=== rv32e_mem_arbiter_flat ===
rv32e_mem_arbiter_flat/placed.png
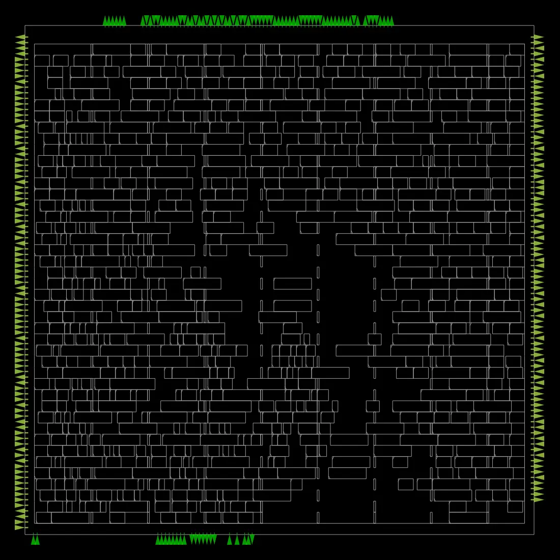

===== src/rtl/rv32e_mem_arbiter_if.sv =====
// Requester and memory-side signals of the fetch/load-store RAM arbiter.
// The slave modport is the arbiter's view; master is the CPU + RAM environment.
interface rv32e_mem_arbiter_if #(
    parameter int ADDR_WIDTH = 32
);
    logic                  i_req;
    logic [ADDR_WIDTH-1:0] i_addr;
    logic                  i_ack;
    logic [31:0]           i_rdata;
    logic                  d_req;
    logic                  d_we;
    logic [ADDR_WIDTH-1:0] d_addr;
    logic [31:0]           d_wdata;
    logic                  d_ack;
    logic [31:0]           d_rdata;
    logic                  d_err;
    logic                  mem_en;
    logic                  mem_we;
    logic [ADDR_WIDTH-1:0] mem_addr;
    logic [31:0]           mem_wdata;
    logic [31:0]           mem_rdata;

    modport slave (
        input  i_req, i_addr, d_req, d_we, d_addr, d_wdata, mem_rdata,
        output i_ack, i_rdata, d_ack, d_rdata, d_err,
               mem_en, mem_we, mem_addr, mem_wdata
    );

    modport master (
        output i_req, i_addr, d_req, d_we, d_addr, d_wdata, mem_rdata,
        input  i_ack, i_rdata, d_ack, d_rdata, d_err,
               mem_en, mem_we, mem_addr, mem_wdata
    );
endinterface


===== src/rtl/rv32e_mem_arbiter.sv =====
// Shares one single-port synchronous RAM between the fetch and load/store ports.
// One access in flight at a time; data wins unless it has starved the fetch side.
module rv32e_mem_arbiter #(
    parameter int ADDR_WIDTH   = 32,
    parameter int MEM_LATENCY  = 1,
    parameter int STARVE_LIMIT = 2
) (
    input  logic                clk,
    input  logic                reset,
    rv32e_mem_arbiter_if.slave  bus,
    output logic                busy
);
    typedef enum logic [1:0] {IDLE, ISSUE, WAIT, RESP} state_e;

    localparam logic [3:0]            SL    = 4'(STARVE_LIMIT);
    localparam logic [3:0]            LAT   = 4'(MEM_LATENCY);
    localparam logic [ADDR_WIDTH-1:0] AMASK = ~ADDR_WIDTH'(3);

    state_e                state_q;
    logic                  gnt_data_q, we_q;
    logic [3:0]            streak_q, lat_q;
    logic                  i_ack_q, d_ack_q, d_err_q, mem_en_q, mem_we_q, busy_q;
    logic [31:0]           i_rdata_q, d_rdata_q, mem_wdata_q;
    logic [ADDR_WIDTH-1:0] mem_addr_q;
    logic                  pick_data, pick_fetch, d_misal;

    always_comb begin
        pick_data  = bus.d_req && !(bus.i_req && (streak_q == SL));
        pick_fetch = bus.i_req && !pick_data;
        d_misal    = (bus.d_addr & ~AMASK) != '0;
    end

    always_ff @(posedge clk or posedge reset) begin
        if (reset) begin
            state_q     <= IDLE;
            gnt_data_q  <= 1'b0;
            we_q        <= 1'b0;
            streak_q    <= '0;
            lat_q       <= '0;
            i_ack_q     <= 1'b0;
            d_ack_q     <= 1'b0;
            d_err_q     <= 1'b0;
            mem_en_q    <= 1'b0;
            mem_we_q    <= 1'b0;
            busy_q      <= 1'b0;
            i_rdata_q   <= '0;
            d_rdata_q   <= '0;
            mem_wdata_q <= '0;
            mem_addr_q  <= '0;
        end else begin
            i_ack_q <= 1'b0;
            d_ack_q <= 1'b0;
            d_err_q <= 1'b0;
            case (state_q)
                IDLE: begin
                    if (pick_data) begin
                        gnt_data_q  <= 1'b1;
                        we_q        <= bus.d_we;
                        mem_addr_q  <= bus.d_addr & AMASK;
                        mem_wdata_q <= bus.d_wdata;
                        busy_q      <= 1'b1;
                        if (!bus.i_req)        streak_q <= '0;
                        else if (streak_q != SL) streak_q <= streak_q + 4'd1;
                        // misaligned data never touches the RAM
                        if (d_misal) begin
                            state_q <= RESP;
                            d_ack_q <= 1'b1;
                            d_err_q <= 1'b1;
                        end else begin
                            state_q  <= ISSUE;
                            mem_en_q <= 1'b1;
                            mem_we_q <= bus.d_we;
                        end
                    end else if (pick_fetch) begin
                        gnt_data_q <= 1'b0;
                        we_q       <= 1'b0;
                        mem_addr_q <= bus.i_addr & AMASK;
                        streak_q   <= '0;
                        busy_q     <= 1'b1;
                        state_q    <= ISSUE;
                        mem_en_q   <= 1'b1;
                        mem_we_q   <= 1'b0;
                    end
                end
                ISSUE: begin
                    mem_en_q <= 1'b0;
                    mem_we_q <= 1'b0;
                    if (we_q) begin
                        state_q <= RESP;
                        d_ack_q <= gnt_data_q;
                        i_ack_q <= !gnt_data_q;
                    end else begin
                        state_q <= WAIT;
                        lat_q   <= LAT;
                    end
                end
                WAIT: begin
                    lat_q <= lat_q - 4'd1;
                    if (lat_q == 4'd1) begin
                        state_q <= RESP;
                        d_ack_q <= gnt_data_q;
                        i_ack_q <= !gnt_data_q;
                        if (gnt_data_q) d_rdata_q <= bus.mem_rdata;
                        else            i_rdata_q <= bus.mem_rdata;
                    end
                end
                RESP: begin
                    state_q <= IDLE;
                    busy_q  <= 1'b0;
                end
                default: state_q <= IDLE;
            endcase
        end
    end

    assign bus.i_ack     = i_ack_q;
    assign bus.i_rdata   = i_rdata_q;
    assign bus.d_ack     = d_ack_q;
    assign bus.d_rdata   = d_rdata_q;
    assign bus.d_err     = d_err_q;
    assign bus.mem_en    = mem_en_q;
    assign bus.mem_we    = mem_we_q;
    assign bus.mem_addr  = mem_addr_q;
    assign bus.mem_wdata = mem_wdata_q;
    assign busy          = busy_q;
endmodule


===== src/flat_wrapper.sv =====
// flat-port wrapper written by rule: the top's interface ports become plain ports
module rv32e_mem_arbiter_flat 
#(
    parameter int ADDR_WIDTH   = 32,
    parameter int MEM_LATENCY  = 1,
    parameter int STARVE_LIMIT = 2
)
  (clk, reset, busy, bus_i_req, bus_i_addr, bus_d_req, bus_d_we, bus_d_addr, bus_d_wdata, bus_mem_rdata, bus_i_ack, bus_i_rdata, bus_d_ack, bus_d_rdata, bus_d_err, bus_mem_en, bus_mem_we, bus_mem_addr, bus_mem_wdata);
  rv32e_mem_arbiter_if #(.ADDR_WIDTH(ADDR_WIDTH)) bus_i ();
  input  logic clk;
  input  logic reset;
  output logic busy;
  input wire logic [$bits(bus_i.i_req)-1:0] bus_i_req;
  input wire logic [$bits(bus_i.i_addr)-1:0] bus_i_addr;
  input wire logic [$bits(bus_i.d_req)-1:0] bus_d_req;
  input wire logic [$bits(bus_i.d_we)-1:0] bus_d_we;
  input wire logic [$bits(bus_i.d_addr)-1:0] bus_d_addr;
  input wire logic [$bits(bus_i.d_wdata)-1:0] bus_d_wdata;
  input wire logic [$bits(bus_i.mem_rdata)-1:0] bus_mem_rdata;
  output wire logic [$bits(bus_i.i_ack)-1:0] bus_i_ack;
  output wire logic [$bits(bus_i.i_rdata)-1:0] bus_i_rdata;
  output wire logic [$bits(bus_i.d_ack)-1:0] bus_d_ack;
  output wire logic [$bits(bus_i.d_rdata)-1:0] bus_d_rdata;
  output wire logic [$bits(bus_i.d_err)-1:0] bus_d_err;
  output wire logic [$bits(bus_i.mem_en)-1:0] bus_mem_en;
  output wire logic [$bits(bus_i.mem_we)-1:0] bus_mem_we;
  output wire logic [$bits(bus_i.mem_addr)-1:0] bus_mem_addr;
  output wire logic [$bits(bus_i.mem_wdata)-1:0] bus_mem_wdata;
  assign bus_i.i_req = bus_i_req;
  assign bus_i.i_addr = bus_i_addr;
  assign bus_i.d_req = bus_d_req;
  assign bus_i.d_we = bus_d_we;
  assign bus_i.d_addr = bus_d_addr;
  assign bus_i.d_wdata = bus_d_wdata;
  assign bus_i.mem_rdata = bus_mem_rdata;
  assign bus_i_ack = bus_i.i_ack;
  assign bus_i_rdata = bus_i.i_rdata;
  assign bus_d_ack = bus_i.d_ack;
  assign bus_d_rdata = bus_i.d_rdata;
  assign bus_d_err = bus_i.d_err;
  assign bus_mem_en = bus_i.mem_en;
  assign bus_mem_we = bus_i.mem_we;
  assign bus_mem_addr = bus_i.mem_addr;
  assign bus_mem_wdata = bus_i.mem_wdata;
  rv32e_mem_arbiter #(.ADDR_WIDTH(ADDR_WIDTH), .MEM_LATENCY(MEM_LATENCY), .STARVE_LIMIT(STARVE_LIMIT)) u_core (.clk(clk), .reset(reset), .bus(bus_i), .busy(busy));
endmodule

===== config.mk =====
export PLATFORM = sky130hd
export DESIGN_NAME = rv32e_mem_arbiter_flat
export DESIGN_NICKNAME = d
export VERILOG_FILES = /design/src/rtl/rv32e_mem_arbiter_if.sv /design/src/rtl/rv32e_mem_arbiter.sv /design/src/flat_wrapper.sv
export SDC_FILE = /design/constraint.sdc
export NUM_CORES = 1
export LEC_CHECK = 0
export CAP_MARGIN = 25
export CORE_MARGIN = 2
export CORE_UTILIZATION = 42
export DETAILED_ROUTE_END_ITERATION = 10
export GPL_ROUTABILITY_DRIVEN = 0
export MAX_ROUTING_LAYER = met4
export PLACE_DENSITY = 0.78
export SYNTH_ARGS = -nofsm -noshare
export SYNTH_HDL_FRONTEND = slang
export SYNTH_SLANG_ARGS = --single-unit

===== constraint.sdc =====
create_clock -name clk -period 5.9 [get_ports clk]
set_input_delay 0.59 -clock clk [delete_from_list [all_inputs] [get_ports clk]]
set_output_delay 0.59 -clock clk [all_outputs]
set_load 0.01 [all_outputs]

=== mem_arbiter_flat ===
`src/rtl/mem_arbiter_if.sv`:
```
// Bus bundle between mem_arbiter, its two requesters and the shared
// single-port memory.
//
//   Port A / Port B (x = a, b)
//     req_x    level request
//     we_x     1 = write, 0 = read (sampled with req_x)
//     addr_x   access address
//     wdata_x  write data
//     ack_x    one-cycle completion pulse
//     gnt_x    port owns the memory (ACC and DONE)
//     rdata_x  last read data returned to the port
//   lock_b     B wins every arbitration in which it requests
//   Memory
//     mem_en, mem_we, mem_addr, mem_wdata  driven by the arbiter
//     mem_rdata                           valid on the last ACC cycle
//
// slave  : the arbiter's view
// master : the environment's view (requesters + memory)
interface mem_arbiter_if #(
  parameter int word_size = 8
);
  logic                 req_a;
  logic                 we_a;
  logic [word_size-1:0] addr_a;
  logic [word_size-1:0] wdata_a;
  logic                 ack_a;
  logic                 gnt_a;
  logic [word_size-1:0] rdata_a;

  logic                 req_b;
  logic                 we_b;
  logic [word_size-1:0] addr_b;
  logic [word_size-1:0] wdata_b;
  logic                 ack_b;
  logic                 gnt_b;
  logic [word_size-1:0] rdata_b;

  logic                 lock_b;

  logic                 mem_en;
  logic                 mem_we;
  logic [word_size-1:0] mem_addr;
  logic [word_size-1:0] mem_wdata;
  logic [word_size-1:0] mem_rdata;

  modport slave (
    input  req_a, we_a, addr_a, wdata_a,
    input  req_b, we_b, addr_b, wdata_b,
    input  lock_b, mem_rdata,
    output ack_a, gnt_a, rdata_a,
    output ack_b, gnt_b, rdata_b,
    output mem_en, mem_we, mem_addr, mem_wdata
  );

  modport master (
    output req_a, we_a, addr_a, wdata_a,
    output req_b, we_b, addr_b, wdata_b,
    output lock_b, mem_rdata,
    input  ack_a, gnt_a, rdata_a,
    input  ack_b, gnt_b, rdata_b,
    input  mem_en, mem_we, mem_addr, mem_wdata
  );
endinterface

```
`src/rtl/mem_arbiter.sv`:
```
// mem_arbiter: shares one single-port memory between port A (processor
// address/bus path) and port B (program loader / debug).
//
// Round-robin arbitration with an optional B lock, a fixed mem_wait-cycle
// memory access and a one-cycle acknowledge per request. All outputs are
// registered and cleared asynchronously by rst (active low), so an access
// in flight is aborted immediately and never acknowledged.
//
// Ports
//   clk  system clock, rising edge
//   rst  asynchronous reset, active low
//   bus  mem_arbiter_if.slave (requester A/B handshakes, lock_b, memory)
//
// Parameters
//   word_size   address/data width
//   mem_wait    cycles mem_en is held per access (1..7)
//   state_size  state register width
module mem_arbiter #(
  parameter int word_size  = 8,
  parameter int mem_wait   = 1,
  parameter int state_size = 2
) (
  input  logic           clk,
  input  logic           rst,
  mem_arbiter_if.slave   bus
);

  localparam int unsigned CW = 3;
  localparam logic [CW-1:0] CNT_LOAD = CW'(mem_wait - 1);

  typedef enum logic [state_size-1:0] {
    S_IDLE,
    S_ACC,
    S_DONE
  } state_t;

  state_t               state_q, state_d;
  logic [CW-1:0]        cnt_q, cnt_d;
  logic                 last_b_q, last_b_d;   // 1: B won the last arbitration
  logic                 ack_a_q, ack_a_d;
  logic                 ack_b_q, ack_b_d;
  logic                 gnt_a_q, gnt_a_d;
  logic                 gnt_b_q, gnt_b_d;
  logic                 mem_en_q, mem_en_d;
  logic                 mem_we_q, mem_we_d;
  logic [word_size-1:0] mem_addr_q, mem_addr_d;
  logic [word_size-1:0] mem_wdata_q, mem_wdata_d;
  logic [word_size-1:0] rdata_a_q, rdata_a_d;
  logic [word_size-1:0] rdata_b_q, rdata_b_d;
  logic                 pick_b;

  always_comb begin
    state_d     = state_q;
    cnt_d       = cnt_q;
    last_b_d    = last_b_q;
    ack_a_d     = ack_a_q;
    ack_b_d     = ack_b_q;
    gnt_a_d     = gnt_a_q;
    gnt_b_d     = gnt_b_q;
    mem_en_d    = mem_en_q;
    mem_we_d    = mem_we_q;
    mem_addr_d  = mem_addr_q;
    mem_wdata_d = mem_wdata_q;
    rdata_a_d   = rdata_a_q;
    rdata_b_d   = rdata_b_q;
    pick_b      = 1'b0;

    case (state_q)
      S_IDLE: begin
        ack_a_d  = 1'b0;
        ack_b_d  = 1'b0;
        gnt_a_d  = 1'b0;
        gnt_b_d  = 1'b0;
        mem_en_d = 1'b0;
        mem_we_d = 1'b0;
        if (bus.req_a || bus.req_b) begin
          // B wins when alone, when locked, or on a tie after A won last.
          pick_b = bus.req_b && (!bus.req_a || bus.lock_b || !last_b_q);
          if (pick_b) begin
            mem_addr_d  = bus.addr_b;
            mem_wdata_d = bus.wdata_b;
            mem_we_d    = bus.we_b;
            gnt_b_d     = 1'b1;
          end else begin
            mem_addr_d  = bus.addr_a;
            mem_wdata_d = bus.wdata_a;
            mem_we_d    = bus.we_a;
            gnt_a_d     = 1'b1;
          end
          mem_en_d = 1'b1;
          last_b_d = pick_b;
          cnt_d    = CNT_LOAD;
          state_d  = S_ACC;
        end
      end

      S_ACC: begin
        if (cnt_q == '0) begin
          // Last enable cycle: mem_rdata is valid now.
          if (!mem_we_q) begin
            if (gnt_b_q) begin
              rdata_b_d = bus.mem_rdata;
            end else begin
              rdata_a_d = bus.mem_rdata;
            end
          end
          mem_en_d = 1'b0;
          mem_we_d = 1'b0;
          ack_a_d  = gnt_a_q;
          ack_b_d  = gnt_b_q;
          state_d  = S_DONE;
        end else begin
          cnt_d = cnt_q - 1'b1;
        end
      end

      S_DONE: begin
        ack_a_d = 1'b0;
        ack_b_d = 1'b0;
        gnt_a_d = 1'b0;
        gnt_b_d = 1'b0;
        state_d = S_IDLE;
      end

      default: begin
        // Unused encoding: drop any ownership and recover to idle.
        ack_a_d  = 1'b0;
        ack_b_d  = 1'b0;
        gnt_a_d  = 1'b0;
        gnt_b_d  = 1'b0;
        mem_en_d = 1'b0;
        mem_we_d = 1'b0;
        cnt_d    = '0;
        state_d  = S_IDLE;
      end
    endcase
  end

  always_ff @(posedge clk or negedge rst) begin
    if (!rst) begin
      state_q     <= S_IDLE;
      cnt_q       <= '0;
      last_b_q    <= 1'b1;
      ack_a_q     <= 1'b0;
      ack_b_q     <= 1'b0;
      gnt_a_q     <= 1'b0;
      gnt_b_q     <= 1'b0;
      mem_en_q    <= 1'b0;
      mem_we_q    <= 1'b0;
      mem_addr_q  <= '0;
      mem_wdata_q <= '0;
      rdata_a_q   <= '0;
      rdata_b_q   <= '0;
    end else begin
      state_q     <= state_d;
      cnt_q       <= cnt_d;
      last_b_q    <= last_b_d;
      ack_a_q     <= ack_a_d;
      ack_b_q     <= ack_b_d;
      gnt_a_q     <= gnt_a_d;
      gnt_b_q     <= gnt_b_d;
      mem_en_q    <= mem_en_d;
      mem_we_q    <= mem_we_d;
      mem_addr_q  <= mem_addr_d;
      mem_wdata_q <= mem_wdata_d;
      rdata_a_q   <= rdata_a_d;
      rdata_b_q   <= rdata_b_d;
    end
  end

  assign bus.ack_a     = ack_a_q;
  assign bus.ack_b     = ack_b_q;
  assign bus.gnt_a     = gnt_a_q;
  assign bus.gnt_b     = gnt_b_q;
  assign bus.rdata_a   = rdata_a_q;
  assign bus.rdata_b   = rdata_b_q;
  assign bus.mem_en    = mem_en_q;
  assign bus.mem_we    = mem_we_q;
  assign bus.mem_addr  = mem_addr_q;
  assign bus.mem_wdata = mem_wdata_q;

  a_gnt_mutex : assert property (@(posedge clk) disable iff (!rst)
    !(gnt_a_q && gnt_b_q));
  a_ack_mutex : assert property (@(posedge clk) disable iff (!rst)
    !(ack_a_q && ack_b_q));

endmodule

```
`src/flat_wrapper.sv`:
```
// flat-port wrapper written by rule: the top's interface ports become plain ports
module mem_arbiter_flat 
#(
  parameter int word_size  = 8,
  parameter int mem_wait   = 1,
  parameter int state_size = 2
)
  (clk, rst, bus_req_a, bus_we_a, bus_addr_a, bus_wdata_a, bus_req_b, bus_we_b, bus_addr_b, bus_wdata_b, bus_lock_b, bus_mem_rdata, bus_ack_a, bus_gnt_a, bus_rdata_a, bus_ack_b, bus_gnt_b, bus_rdata_b, bus_mem_en, bus_mem_we, bus_mem_addr, bus_mem_wdata);
  mem_arbiter_if #(.word_size(word_size)) bus_i ();
  input  logic clk;
  input  logic rst;
  input wire logic [$bits(bus_i.req_a)-1:0] bus_req_a;
  input wire logic [$bits(bus_i.we_a)-1:0] bus_we_a;
  input wire logic [$bits(bus_i.addr_a)-1:0] bus_addr_a;
  input wire logic [$bits(bus_i.wdata_a)-1:0] bus_wdata_a;
  input wire logic [$bits(bus_i.req_b)-1:0] bus_req_b;
  input wire logic [$bits(bus_i.we_b)-1:0] bus_we_b;
  input wire logic [$bits(bus_i.addr_b)-1:0] bus_addr_b;
  input wire logic [$bits(bus_i.wdata_b)-1:0] bus_wdata_b;
  input wire logic [$bits(bus_i.lock_b)-1:0] bus_lock_b;
  input wire logic [$bits(bus_i.mem_rdata)-1:0] bus_mem_rdata;
  output wire logic [$bits(bus_i.ack_a)-1:0] bus_ack_a;
  output wire logic [$bits(bus_i.gnt_a)-1:0] bus_gnt_a;
  output wire logic [$bits(bus_i.rdata_a)-1:0] bus_rdata_a;
  output wire logic [$bits(bus_i.ack_b)-1:0] bus_ack_b;
  output wire logic [$bits(bus_i.gnt_b)-1:0] bus_gnt_b;
  output wire logic [$bits(bus_i.rdata_b)-1:0] bus_rdata_b;
  output wire logic [$bits(bus_i.mem_en)-1:0] bus_mem_en;
  output wire logic [$bits(bus_i.mem_we)-1:0] bus_mem_we;
  output wire logic [$bits(bus_i.mem_addr)-1:0] bus_mem_addr;
  output wire logic [$bits(bus_i.mem_wdata)-1:0] bus_mem_wdata;
  assign bus_i.req_a = bus_req_a;
  assign bus_i.we_a = bus_we_a;
  assign bus_i.addr_a = bus_addr_a;
  assign bus_i.wdata_a = bus_wdata_a;
  assign bus_i.req_b = bus_req_b;
  assign bus_i.we_b = bus_we_b;
  assign bus_i.addr_b = bus_addr_b;
  assign bus_i.wdata_b = bus_wdata_b;
  assign bus_i.lock_b = bus_lock_b;
  assign bus_i.mem_rdata = bus_mem_rdata;
  assign bus_ack_a = bus_i.ack_a;
  assign bus_gnt_a = bus_i.gnt_a;
  assign bus_rdata_a = bus_i.rdata_a;
  assign bus_ack_b = bus_i.ack_b;
  assign bus_gnt_b = bus_i.gnt_b;
  assign bus_rdata_b = bus_i.rdata_b;
  assign bus_mem_en = bus_i.mem_en;
  assign bus_mem_we = bus_i.mem_we;
  assign bus_mem_addr = bus_i.mem_addr;
  assign bus_mem_wdata = bus_i.mem_wdata;
  mem_arbiter #(.word_size(word_size), .mem_wait(mem_wait), .state_size(state_size)) u_core (.clk(clk), .rst(rst), .bus(bus_i));
endmodule
```
`config.mk`:
```
export PLATFORM = sky130hd
export DESIGN_NAME = mem_arbiter_flat
export DESIGN_NICKNAME = d
export VERILOG_FILES = /design/src/rtl/mem_arbiter_if.sv /design/src/rtl/mem_arbiter.sv /design/src/flat_wrapper.sv
export SDC_FILE = /design/constraint.sdc
export NUM_CORES = 1
export LEC_CHECK = 0
export ABC_AREA = 1
export CORE_MARGIN = 1.5
export CORE_UTILIZATION = 30
export CTS_CLUSTER_DIAMETER = 200
export DETAILED_ROUTE_END_ITERATION = 6
export GPL_TIMING_DRIVEN = 0
export PLACE_DENSITY_LB_ADDON = 0.2
export SYNTH_ARGS = -nofsm -noshare
export SYNTH_HDL_FRONTEND = slang
export SYNTH_SLANG_ARGS = --single-unit
```
`constraint.sdc`:
```
create_clock -name clk -period 1.52 [get_ports clk]
set_input_delay 0.304 -clock clk [delete_from_list [all_inputs] [get_ports clk]]
set_output_delay 0.304 -clock clk [all_outputs]
set_load 0.05 [all_outputs]
```
=== fifo_registros_flat ===
`config.mk`:
```
export PLATFORM = sky130hd
export DESIGN_NAME = fifo_registros_flat
export DESIGN_NICKNAME = d
export VERILOG_FILES = /design/src/rtl/fifo_pkg.sv /design/src/rtl/fifo_registros_if.sv /design/src/rtl/fifo_ptr.sv /design/src/rtl/fifo_registros.sv /design/src/flat_wrapper.sv
export SDC_FILE = /design/constraint.sdc
export NUM_CORES = 1
export LEC_CHECK = 0
export CAP_MARGIN = 20
export CORE_MARGIN = 2
export CORE_UTILIZATION = 49
export DETAILED_ROUTE_END_ITERATION = 8
export PLACE_DENSITY = 0.71
export SETUP_SLACK_MARGIN = 0.5
export SYNTH_ARGS = -nofsm -noshare
export SYNTH_HDL_FRONTEND = slang
export SYNTH_SLANG_ARGS = --single-unit
export TNS_END_PERCENT = 1
```
`constraint.sdc`:
```
create_clock -name clk_i -period 4.7 [get_ports clk_i]
set_clock_uncertainty 0.15 [all_clocks]
set_input_delay 0.47 -clock clk_i [delete_from_list [all_inputs] [get_ports clk_i]]
set_output_delay 0.47 -clock clk_i [all_outputs]
set_load 0.02 [all_outputs]
```
`src/rtl/fifo_pkg.sv`:
```
// Shared constants for the register-file FIFO.
//   FIFO_N     : default data word width in bits
//   FIFO_DEPTH : default number of entries (power of two, >= 2)
// The occupancy type depends on the instance depth, so each module derives
// its own count_t from AW locally.
package fifo_pkg;

    localparam int FIFO_N     = 32;
    localparam int FIFO_DEPTH = 8;

endpackage : fifo_pkg

```
`src/rtl/fifo_registros_if.sv`:
```
// Producer/consumer bus of the register-file FIFO.
//   push_i/data_i : write request and write word (from master)
//   pop_i         : read request (from master)
//   data_o        : registered read word, holds between pops
//   valid_o       : one-cycle strobe when data_o carries a freshly popped word
//   full_o/empty_o/count_o : occupancy status
//   overflow_o/underflow_o : sticky error flags, cleared only by reset
// Handshake: a push is taken on the rising edge where push_i=1 and the FIFO
// is not full (or a pop is taken on the same edge); a pop is taken where
// pop_i=1 and the FIFO is not empty, and its word appears on data_o with
// valid_o=1 one cycle later. Requests that are not taken are dropped, not
// held, and set the matching sticky flag.
interface fifo_registros_if
    import fifo_pkg::*;
#(
    parameter int N     = FIFO_N,
    parameter int DEPTH = FIFO_DEPTH
);
    localparam int AW = $clog2(DEPTH);

    logic          push_i;
    logic [N-1:0]  data_i;
    logic          pop_i;
    logic [N-1:0]  data_o;
    logic          valid_o;
    logic          full_o;
    logic          empty_o;
    logic [AW:0]   count_o;
    logic          overflow_o;
    logic          underflow_o;

    modport master (
        output push_i, data_i, pop_i,
        input  data_o, valid_o, full_o, empty_o, count_o, overflow_o, underflow_o
    );

    modport slave (
        input  push_i, data_i, pop_i,
        output data_o, valid_o, full_o, empty_o, count_o, overflow_o, underflow_o
    );

endinterface : fifo_registros_if

```
`src/rtl/fifo_ptr.sv`:
```
// AW-bit wrap-around pointer used for both the write and read side.
//   clk_i : clock, rst_i : synchronous active-high reset (pointer -> 0)
//   inc_i : advance by one this edge (wraps DEPTH-1 -> 0 naturally, since
//           DEPTH is a power of two)
//   ptr_o : current pointer value
module fifo_ptr
    import fifo_pkg::*;
#(
    parameter int AW = $clog2(FIFO_DEPTH)
) (
    input  logic          clk_i,
    input  logic          rst_i,
    input  logic          inc_i,
    output logic [AW-1:0] ptr_o
);

    logic [AW-1:0] ptr_q;
    logic [AW-1:0] ptr_d;

    always_comb begin
        ptr_d = ptr_q;
        if (inc_i) begin
            ptr_d = ptr_q + AW'(1);
        end
    end

    always_ff @(posedge clk_i) begin
        if (rst_i) begin
            ptr_q <= '0;
        end else begin
            ptr_q <= ptr_d;
        end
    end

    assign ptr_o = ptr_q;

endmodule : fifo_ptr

```
`src/rtl/fifo_registros.sv`:
```
// DEPTH-entry circular buffer of N-bit words with a registered read port.
//   clk_i : clock (rising edge)
//   rst_i : synchronous active-high reset; clears pointers, count, output
//           register and sticky flags, and ignores any push/pop that cycle
//   bus   : fifo_registros_if slave port (push/pop requests, read data,
//           valid strobe, occupancy and sticky error flags)
module fifo_registros
    import fifo_pkg::*;
#(
    parameter int N     = FIFO_N,
    parameter int DEPTH = FIFO_DEPTH
) (
    input  logic             clk_i,
    input  logic             rst_i,
    fifo_registros_if.slave  bus
);

    localparam int AW = $clog2(DEPTH);
    typedef logic [AW:0] count_t;

    logic [N-1:0]  mem_q [DEPTH];
    logic [AW-1:0] wr_ptr;
    logic [AW-1:0] rd_ptr;

    count_t        count_q,     count_d;
    logic [N-1:0]  data_q,      data_d;
    logic          valid_q,     valid_d;
    logic          overflow_q,  overflow_d;
    logic          underflow_q, underflow_d;

    logic full;
    logic empty;
    logic pop_ok;
    logic push_ok;

    assign full  = (count_q == count_t'(DEPTH));
    assign empty = (count_q == '0);

    // A pop frees a slot on the same edge, so a push at full is still taken
    // when a pop goes with it. At empty the pop is refused; there is no
    // write-through path from data_i to data_o.
    assign pop_ok  = bus.pop_i && !empty;
    assign push_ok = bus.push_i && (!full || pop_ok);

    fifo_ptr #(.AW(AW)) u_wr_ptr (
        .clk_i (clk_i),
        .rst_i (rst_i),
        .inc_i (push_ok),
        .ptr_o (wr_ptr)
    );

    fifo_ptr #(.AW(AW)) u_rd_ptr (
        .clk_i (clk_i),
        .rst_i (rst_i),
        .inc_i (pop_ok),
        .ptr_o (rd_ptr)
    );

    always_comb begin
        count_d     = count_q;
        data_d      = data_q;
        valid_d     = 1'b0;
        overflow_d  = overflow_q;
        underflow_d = underflow_q;

        if (push_ok && !pop_ok) begin
            count_d = count_q + count_t'(1);
        end else if (pop_ok && !push_ok) begin
            count_d = count_q - count_t'(1);
        end

        if (pop_ok) begin
            data_d  = mem_q[rd_ptr];
            valid_d = 1'b1;
        end

        if (bus.push_i && !push_ok) begin
            overflow_d = 1'b1;
        end
        if (bus.pop_i && empty) begin
            underflow_d = 1'b1;
        end
    end

    always_ff @(posedge clk_i) begin
        if (rst_i) begin
            count_q     <= '0;
            data_q      <= '0;
            valid_q     <= 1'b0;
            overflow_q  <= 1'b0;
            underflow_q <= 1'b0;
        end else begin
            count_q     <= count_d;
            data_q      <= data_d;
            valid_q     <= valid_d;
            overflow_q  <= overflow_d;
            underflow_q <= underflow_d;
        end
    end

    // Storage needs no reset; only the write itself is blocked during reset.
    always_ff @(posedge clk_i) begin
        if (!rst_i && push_ok) begin
            mem_q[wr_ptr] <= bus.data_i;
        end
    end

    assign bus.data_o      = data_q;
    assign bus.valid_o     = valid_q;
    assign bus.count_o     = count_q;
    assign bus.full_o      = full;
    assign bus.empty_o     = empty;
    assign bus.overflow_o  = overflow_q;
    assign bus.underflow_o = underflow_q;

endmodule : fifo_registros

```
`src/flat_wrapper.sv`:
```
// flat-port wrapper written by rule: the top's interface ports become plain ports
module fifo_registros_flat import fifo_pkg::*;
#(
    parameter int N     = FIFO_N,
    parameter int DEPTH = FIFO_DEPTH
)
  (clk_i, rst_i, bus_push_i, bus_data_i, bus_pop_i, bus_data_o, bus_valid_o, bus_full_o, bus_empty_o, bus_count_o, bus_overflow_o, bus_underflow_o);
  fifo_registros_if #(.N(N), .DEPTH(DEPTH)) bus_i ();
  input  logic clk_i;
  input  logic rst_i;
  input wire logic [$bits(bus_i.push_i)-1:0] bus_push_i;
  input wire logic [$bits(bus_i.data_i)-1:0] bus_data_i;
  input wire logic [$bits(bus_i.pop_i)-1:0] bus_pop_i;
  output wire logic [$bits(bus_i.data_o)-1:0] bus_data_o;
  output wire logic [$bits(bus_i.valid_o)-1:0] bus_valid_o;
  output wire logic [$bits(bus_i.full_o)-1:0] bus_full_o;
  output wire logic [$bits(bus_i.empty_o)-1:0] bus_empty_o;
  output wire logic [$bits(bus_i.count_o)-1:0] bus_count_o;
  output wire logic [$bits(bus_i.overflow_o)-1:0] bus_overflow_o;
  output wire logic [$bits(bus_i.underflow_o)-1:0] bus_underflow_o;
  assign bus_i.push_i = bus_push_i;
  assign bus_i.data_i = bus_data_i;
  assign bus_i.pop_i = bus_pop_i;
  assign bus_data_o = bus_i.data_o;
  assign bus_valid_o = bus_i.valid_o;
  assign bus_full_o = bus_i.full_o;
  assign bus_empty_o = bus_i.empty_o;
  assign bus_count_o = bus_i.count_o;
  assign bus_overflow_o = bus_i.overflow_o;
  assign bus_underflow_o = bus_i.underflow_o;
  fifo_registros #(.N(N), .DEPTH(DEPTH)) u_core (.clk_i(clk_i), .rst_i(rst_i), .bus(bus_i));
endmodule
```
=== mult4s_1 ===
File: config.mk
export PLATFORM = sky130hd
export DESIGN_NAME = mult4s_1
export DESIGN_NICKNAME = d
export VERILOG_FILES = /design/src/rtl/mult4s_pkg.sv /design/src/rtl/mult4s_shift_add.sv /design/src/rtl/mult4s_1.sv
export SDC_FILE = /design/constraint.sdc
export NUM_CORES = 1
export LEC_CHECK = 0
export CAP_MARGIN = 5
export CORE_MARGIN = 5
export CORE_UTILIZATION = 55
export CTS_CLUSTER_SIZE = 20
export DETAILED_ROUTE_END_ITERATION = 7
export PLACE_DENSITY = 0.8
export SETUP_SLACK_MARGIN = 0.5
export SYNTH_ARGS = -nofsm -noshare
export SYNTH_HDL_FRONTEND = slang
export SYNTH_SLANG_ARGS = --single-unit
File: constraint.sdc
create_clock -name ck -period 6.4 [get_ports ck]
set_input_delay 1.92 -clock ck [delete_from_list [all_inputs] [get_ports ck]]
set_output_delay 1.92 -clock ck [all_outputs]
set_load 0.02 [all_outputs]
File: src/rtl/mult4s_pkg.sv
// rtl/mult4s_pkg.sv - shared constants, state codes and counter sizing for the shift-add multiplier
package mult4s_pkg;

    localparam int DEF_WIDTH = 4;

    localparam logic [1:0] ST_IDLE = 2'd0;
    localparam logic [1:0] ST_CALC = 2'd1;
    localparam logic [1:0] ST_DONE = 2'd2;

    // Bit-counter width; a one-bit multiplier still needs a one-bit counter.
    function automatic int cnt_width(input int w);
        return (w > 1) ? $clog2(w) : 1;
    endfunction

endpackage

File: src/rtl/mult4s_shift_add.sv
// rtl/mult4s_shift_add.sv - operand registers, accumulator and bit counter for shift-add multiply
module mult4s_shift_add
    import mult4s_pkg::*;
#(
    parameter int WIDTH = DEF_WIDTH
) (
    input  logic                 ck,
    input  logic                 res,
    input  logic                 load,
    input  logic                 step,
    input  logic [WIDTH-1:0]     a,
    input  logic [WIDTH-1:0]     b,
    output logic                 last,
    output logic [2*WIDTH-1:0]   sum
);

    localparam int CW = cnt_width(WIDTH);

    logic [WIDTH-1:0]   a_reg;
    logic [WIDTH-1:0]   b_reg;
    logic [2*WIDTH-1:0] acc;
    logic [CW-1:0]      cnt;
    logic [2*WIDTH-1:0] addend;

    // Partial product for the current bit and the running sum including it.
    always_comb begin
        addend = '0;
        if (b_reg[cnt]) begin
            addend = {{WIDTH{1'b0}}, a_reg} << cnt;
        end
        sum = acc + addend;
    end

    assign last = (cnt == CW'(WIDTH - 1));

    // Load captures operands and clears state; step folds in one partial product.
    always_ff @(posedge ck) begin
        if (res) begin
            a_reg <= '0;
            b_reg <= '0;
            acc   <= '0;
            cnt   <= '0;
        end else if (load) begin
            a_reg <= a;
            b_reg <= b;
            acc   <= '0;
            cnt   <= '0;
        end else if (step) begin
            acc   <= sum;
            cnt   <= cnt + CW'(1);
        end
    end

endmodule

File: src/rtl/mult4s_1.sv
// rtl/mult4s_1.sv - sequential unsigned multiplier top: FSM, done pulse, product register (option MULT4S_RESTART_EN)
module mult4s_1
    import mult4s_pkg::*;
#(
    parameter int WIDTH = DEF_WIDTH
) (
    input  logic                 ck,
    input  logic                 res,
    input  logic                 start,
    output logic                 done,
    input  logic [WIDTH-1:0]     a,
    input  logic [WIDTH-1:0]     b,
    output logic [2*WIDTH-1:0]   p
);

`ifdef MULT4S_RESTART_EN
    localparam bit RESTART = 1'b1;
`else
    localparam bit RESTART = 1'b0;
`endif

    logic [1:0]         state;
    logic               load;
    logic               step;
    logic               last;
    logic [2*WIDTH-1:0] sum;

    // A start is accepted outside CALC, or inside CALC only when restart is built in.
    assign load = start && ((state != ST_CALC) || RESTART);
    assign step = (state == ST_CALC) && !load;

    mult4s_shift_add #(
        .WIDTH (WIDTH)
    ) u_dp (
        .ck    (ck),
        .res   (res),
        .load  (load),
        .step  (step),
        .a     (a),
        .b     (b),
        .last  (last),
        .sum   (sum)
    );

    // Sequencing: the product is published only on the final iteration.
    always_ff @(posedge ck) begin
        if (res) begin
            state <= ST_IDLE;
            done  <= 1'b0;
            p     <= '0;
        end else begin
            case (state)
                ST_IDLE: begin
                    done <= 1'b0;
                    if (load) begin
                        state <= ST_CALC;
                    end
                end
                ST_CALC: begin
                    if (load) begin
                        state <= ST_CALC;
                    end else if (last) begin
                        p     <= sum;
                        done  <= 1'b1;
                        state <= ST_DONE;
                    end
                end
                ST_DONE: begin
                    done  <= 1'b0;
                    state <= load ? ST_CALC : ST_IDLE;
                end
                default: begin
                    done  <= 1'b0;
                    state <= ST_IDLE;
                end
            endcase
        end
    end

endmodule

mult4s_1/m1.png
(8 px per um) Supply wires on this layer in grey. Cells faint in the background.
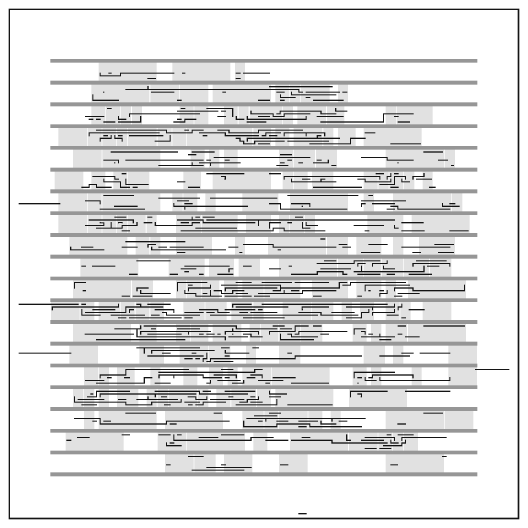
share of all routed wire = 44%
wire length on this layer = 1550 um
main direction = horizontal
nets with wire on the layer = 206

==> changes_impl.md, mult4s_1 <==
## Implementation

* Status: complete, no violations
* Fmax at about 300 MHz
* Worst-path clk slew at approximately 100 ps
* Routed WL per cell at 14.6 um
* Distinct cell type count after synthesis at 44
* Count of multi-input gates at about 150
* Initial antenna violation count at 0
* Tool Warnings at 26
* Fin. Hold Viols at 0
* Inst Count DP at between 200 and 250
* Post-Syn Area at around 0.0016 mm2
* Synth top cell by count: nand2_1
* CP peak stage delay at a little over 1000 ps
* Crit path buffers/inverters at 2
* Via count at 1475
* Via density at 6.15
* Clock buffer count at 6
* Initial Utilization at 0.570
* Design area at about 0.0018 mm2
* Skew final at 9.26 ps
* Tap Cells at 31
* CTS Hold Bufs at 0
* Synth Instances at between 150 and 200
* Combinational share of cell area at 0.510
* Combinational power at 0.0331 mW
* Nets at around 230
* Biggest consumer: registers
* Drt total wl at about 3500 um
* Commonest cells post-synth: nand2_1 (31), dfxtp_1 (29), a21oi_1 (20)
* Biggest regs: p x8, u_dp.acc x8
* Final Wtd Congestion at roughly 0.79
* CP Data Arrival Time at between 3000 and 4000 ps
* Largest net degree at the start of global routing at 24
* Port Buffer Count at 19
* Clock network power at around 0.11 mW
* N_diodes at 0
* Root buffer cell: clkbuf_4
* YS chip area at about 0.0016 mm2
* PnR Total Power at 0.330 mW
* Sequential cell area at approximately 580 um2
* Std-Cell Core Area at around 0.0028 mm2
* Dpl hpwl at approximately 2600 um
* Post-synthesis sequential area ratio at 0.369
-- mult4s_1: layer usage --
metal,track usage,up-vias,part of all wire
met4,0.0805,0,0.016
met2,0.307,40,0.49
met5,0,-,0
met1,0.220,708,0.44
met3,0.0604,6,0.053
li1,-,721,-
-- mult4s_1: final timing paths --
| path | to | slack [ps] | cells after the start |
|---|---|---|---|
| worst max-delay path | u_dp.acc[1] | 2980 | 4 |
| worst min-delay path | p[4] | 460 | 2 |
| worst max register to register | u_dp.acc[6] | 3540 | 7 |
| worst min register to register | p[4] | 460 | 2 |
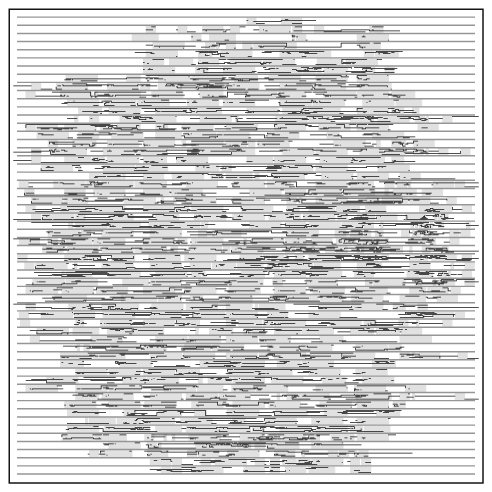
fifo_registros_flat/m1.png
(3 px per um) Supply wires on this layer in grey. Cells faint in the background.
share of all routed wire = 43%
wire length on this layer = 9560 um
nets with wire on the layer = 643
longest straight run = 47.8 um

==> changes_impl.md, fifo_registros_flat <==
## Implementation

* Hold crit path type: input pin to flip-flop
* P_seq at 3.29 mW
* Critical path class: flip-flop to flip-flop
* Grt ovf at 0
* Logic pwr share at 0.244
* Clock buffer count at 38
* Reg power frac at 0.458
* Inst Count DP at between 900 and 1000
* Critical Path End Type: flip-flop
* Filler Cells Inserted at 1775
* ClkCell Share at 0.0645
* Max layer used: met4
* Die height at 157 um
* Clock network power at about 2.1 mW
* Max VDD drop at ~0.00028 V
* Clock buffer depth at 3
* Met1 Track Usage GR at 0.256
* Die area at about 0.025 mm2
* Syn_nets at 600
* CP Launch Type: flip-flop
* Pre-CTS WS at between 1500 and 2000 ps
* CP most frequent cell: ha_1
* Status: complete, no violations
* GR Util met2 at 0.316
* Port Buffer Count at between 70 and 80
* Sequential cell area at ~0.0086 mm2
* Dominant class by area: flip-flops and latches
* Worst-Skew Late Latency at around 530 ps
* Top cells by area, synth: edfxtp_1 (67%), mux4_2 (13%), dfxtp_1 (7.8%), o22ai_2 (3.4%), nor3_2 (2.7%)
* Yosys top cell by area: edfxtp_1
* Final setup fails at 0
* P&R area growth vs syn at 17.3%
* Synth top cell by count: edfxtp_1
* Dpl hpwl at ~12000 um
* Combinational share of cell area at 0.205
* Synth Instances at 558
* Tool Warnings at 27
* Design area at about 0.014 mm2
* Synth warn at 0
## fifo_registros_flat: path summary, 6_finish.rpt
| path | cells past startpoint | slack (ps) | to | startpoint |
|---|---|---|---|---|
| worst max-delay path | 10 | 1540 | u_core.bus.count_o[3] | u_core.bus.count_o[0] |
| worst min-delay path | 2 | 270 | u_core.u_rd_ptr.ptr_o[2] | rst_i |
| worst max register to register | 10 | 1540 | u_core.bus.count_o[3] | u_core.bus.count_o[0] |
| worst min register to register | 2 | 330 | u_core.bus.overflow_o | u_core.bus.overflow_o |
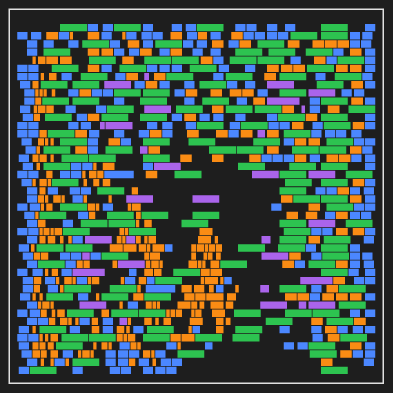
rv32e_mem_arbiter_flat/class_map.png
(3 px per um)
blue -> remaining buffers and delay cells  # cells 271, share of their area 30%
orange -> remaining logic cells  # cells 302, share of their area 25%
green -> registers  # cells 144, share of their area 39%
purple -> clock drivers and dummy loads  # cells 31, share of their area 6.4%

Notes on rv32e_mem_arbiter_flat/placed.png above:
final core utilization: 0.677
Seq cells: 144

==> changes_impl.md, rv32e_mem_arbiter_flat <==
## Implementation

* Status: complete, no violations
* Data buffer area share at 0.288
* Routed WL per cell at approximately 18 um
* Synth warn at 0
* Root buffer cell: clkbuf_16
* Logic pwr share at 0.467
* Met1 Track Usage GR at 0.251
* CP Cell Sequence: clkdlybuf4s50_1 > buf_4 > nand3_2 > mux2_1
* Largest net degree at the start of global routing at 101
* Nets at a little under 900
* CTS Hold Bufs at 0
* CP Launch Type: input pin
* Top cells by area, synth: dfrtp_1 (59%), mux2_2 (17%), nand2_1 (4.3%), o211ai_1 (3.8%), nand4_1 (3.1%)
* Inverter count at 10
* Share of layout cells above drive strength 1 at 0.184
* First DRT Iteration DRCs at approximately 260
* N_diodes at 0
* Met3 Track Usage GR at 0.0701
* Post-synth EDFFs at 0
* Post-synthesis sequential area ratio at 0.594
* Min cycle time layout at around 3000 ps
* Sw Pwr at between 1.5 and 2 mW
* Fmax at between 300 and 400 MHz
* Total GRT Usage at 0.227
* Cell Rows at about 43
* Critical Path End Type: flip-flop
* #FFs+latches synth at roughly 140
* P_seq at roughly 1.8 mW
* GR Util met2 at 0.385
* Simple-gate share of the synthesized area at 0.104
* YS chip area at 0.00607 mm2
* Via density at around 5.2
* Worst-Margin Slew at a little under 900 ps
* Num ports at about 270
-- rv32e_mem_arbiter_flat: final timing paths --
path                                         from                       end  slack, ps
setup / recovery                        bus_d_req  u_core.bus.mem_wdata[14]       2890
min in group asynchronous                   reset  u_core.bus.mem_wdata[14]        740
hold reg to reg            u_core.bus.i_rdata[24]    u_core.bus.i_rdata[24]        490
setup reg to reg                u_core.state_q[0]  u_core.bus.mem_wdata[14]       3300
max in group asynchronous                   reset        u_core.streak_q[2]       4010
hold / removal             u_core.bus.i_rdata[24]    u_core.bus.i_rdata[24]        490
mem_arbiter_flat/placed.png
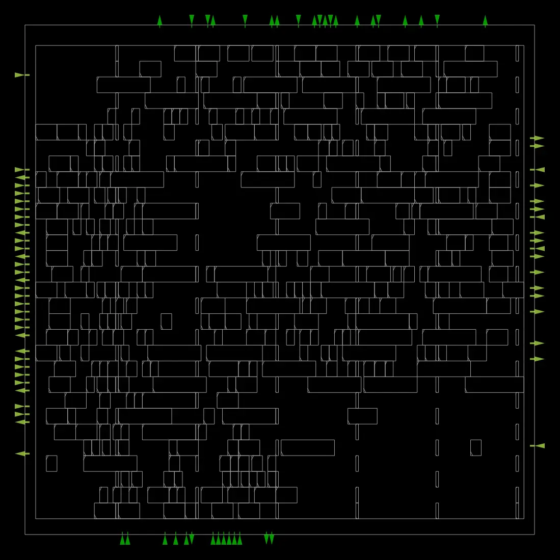
Std-Cell Core Area: 0.00687 mm2
Cell Rows: 30

==> changes_impl.md, mem_arbiter_flat <==
## Implementation

* Worst-path clk slew at 80 ps
* Max layer used: met4
* Slew headroom at 0.616
* Pre-CTS WS at -269 ps
* Port Buffer Count at between 80 and 90
* Combinational power at 4.57 mW
* Final Max Slew Viols at 0
* Met3 WL post-DR at 324 um
* Cycle use final at 0.989
* Reg power frac at 0.281
* Die height at 87.8 um
* CTS Hold Bufs at 0
* Adder Area Share at 0.0116
* Min cycle time layout at between 1500 and 2000 ps
* Post-synthesis sequential area ratio at 0.510
* Worst-Skew Late Latency at around 300 ps
* Status: finished with violations
* GR peak layer: met2
* Reg2reg path depth at 9
* Top Layout Cells: nand2_1 (81), inv_1 (45), clkdlybuf4s50_1 (44)
* Met3 Track Usage GR at 0.0462
* Pint at about 3.5 mW
* Share of layout cells above drive strength 1 at 0.181
* Skew final at roughly 3.7 ps
* TritonCTS buffer count at 5
* Synth Instances at 269
* Routed WL per cell at 11.3 um
* Grt ovf at 0
* Vias in the first global route at ~2000
* Failing checks: negative hold slack
* Clock buffer depth at 2
* Synth Area per Inst at 8.03 um2
* Static Leak at between 1.5 and 2 nW
* Fin. Hold Viols at 2
* Nets at 413
* Min Hold Slack at -0.712 ps
* CP Cell Sequence: inv_2 > ha_4 > ha_4 > inv_4 > or2_4 > buf_6 > nor2_8 > nand2_2 > nand2_1
* Worst-Margin Slew at 577 ps
* Initial Utilization at 0.314
* WL met1 at between 2000 and 3000 um
* Logic pwr share at 0.616
* Synth mux share at 0
## mem_arbiter_flat: final cells by class
class / count / area (um2)
plain buffers: 11 / 85.1
flip-flops and latches: 44 / 1100
multi-input cells: 164 / 846
clock buffers: 6 / 82.6
fillers: 704 / 3600
inverters: 50 / 190
clock inverters: 2 / 10.0
repair buffers: 88 / 837
well taps: 96 / 120
## mem_arbiter_flat: kinds of logic (layout without fill, tap and decap cells)
group                    count (synthesis)  in the layout
adder cells (fa/ha/maj)                  2              2
AND-OR/OR-AND                           25             25
flip-flops                              44             44
buffers and inverters                   61            157
AND/OR/NAND/NOR                        137            137

## Gallery

Port wiring.
shot_01.png
(2 px per um)
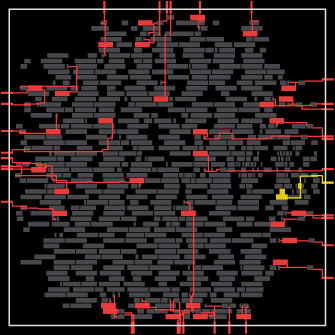
shot_02.png
(3 px per um)
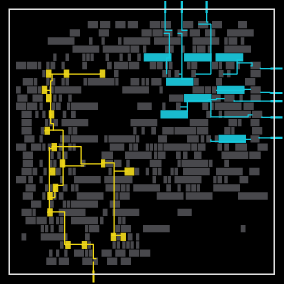
shot_03.png
(2 px per um)
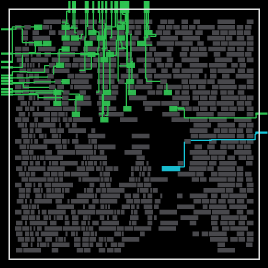
shot_04.png
(4 px per um)
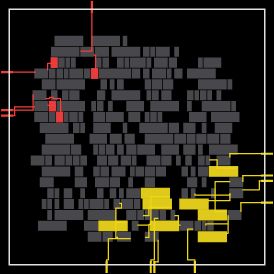
| picture | from |
|---|---|
| shot_03.png | rv32e_mem_arbiter_flat |
| shot_01.png | fifo_registros_flat |
| shot_02.png | mem_arbiter_flat |
| shot_04.png | mult4s_1 |
- smallest die: shot_04.png



==> gallery <==
Local utilization.
Plate I
(4 px per um) 9 x 9 tiles, from dark blue (low) to red (high), 0 to 100% covered.
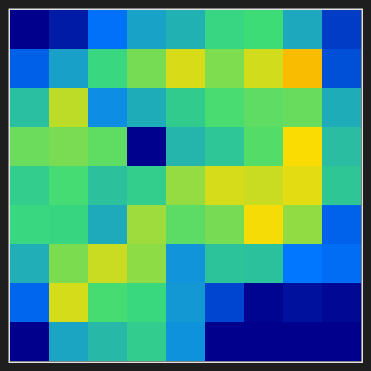
Plate II
(3 px per um) 12 x 12 tiles, from dark blue (low) to red (high), 0 to 100% covered.
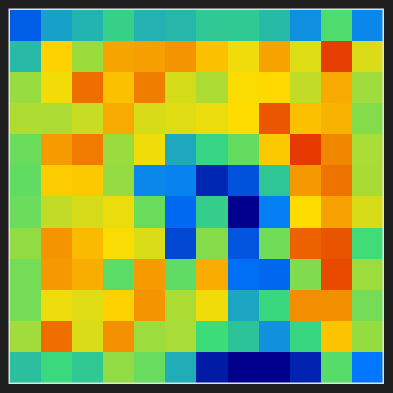
Plate III
(6 px per um) 6 x 6 tiles, from dark blue (low) to red (high), 0 to 100% covered.
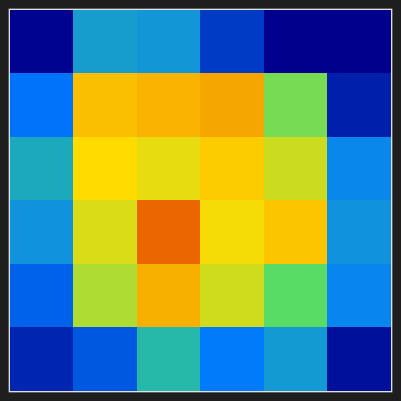
Plate IV
(2 px per um) 16 x 16 tiles, from dark blue (low) to red (high), 0 to 100% covered.
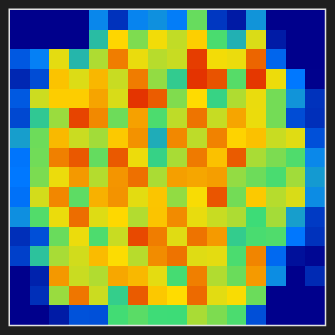
For mult4s_1, see Plate III.
For mem_arbiter_flat, see Plate I.
For fifo_registros_flat, see Plate IV.
For rv32e_mem_arbiter_flat, see Plate II.
The one with the smallest die is Plate III.

Key to Plate IV:
nearly empty tiles = 11%
mean over tiles = 53%
fullest tile = 94%
tiles over 75% full = 27%


## Gallery

Cell classes on the final placement.
image #1
(2 px per um)
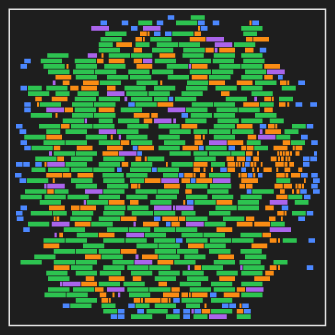
image #2
(4 px per um)
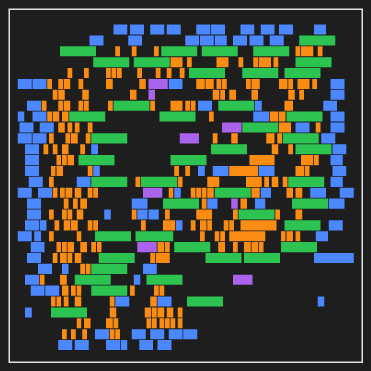
image #3
(6 px per um)
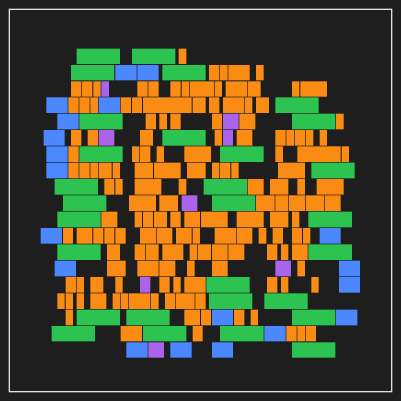
Of these, most sequential cells: image #1
Image #3 is mult4s_1.
Image #2 is mem_arbiter_flat.
Image #1 is fifo_registros_flat.

No activity file was given, so power comes from the tool's default toggle rates.
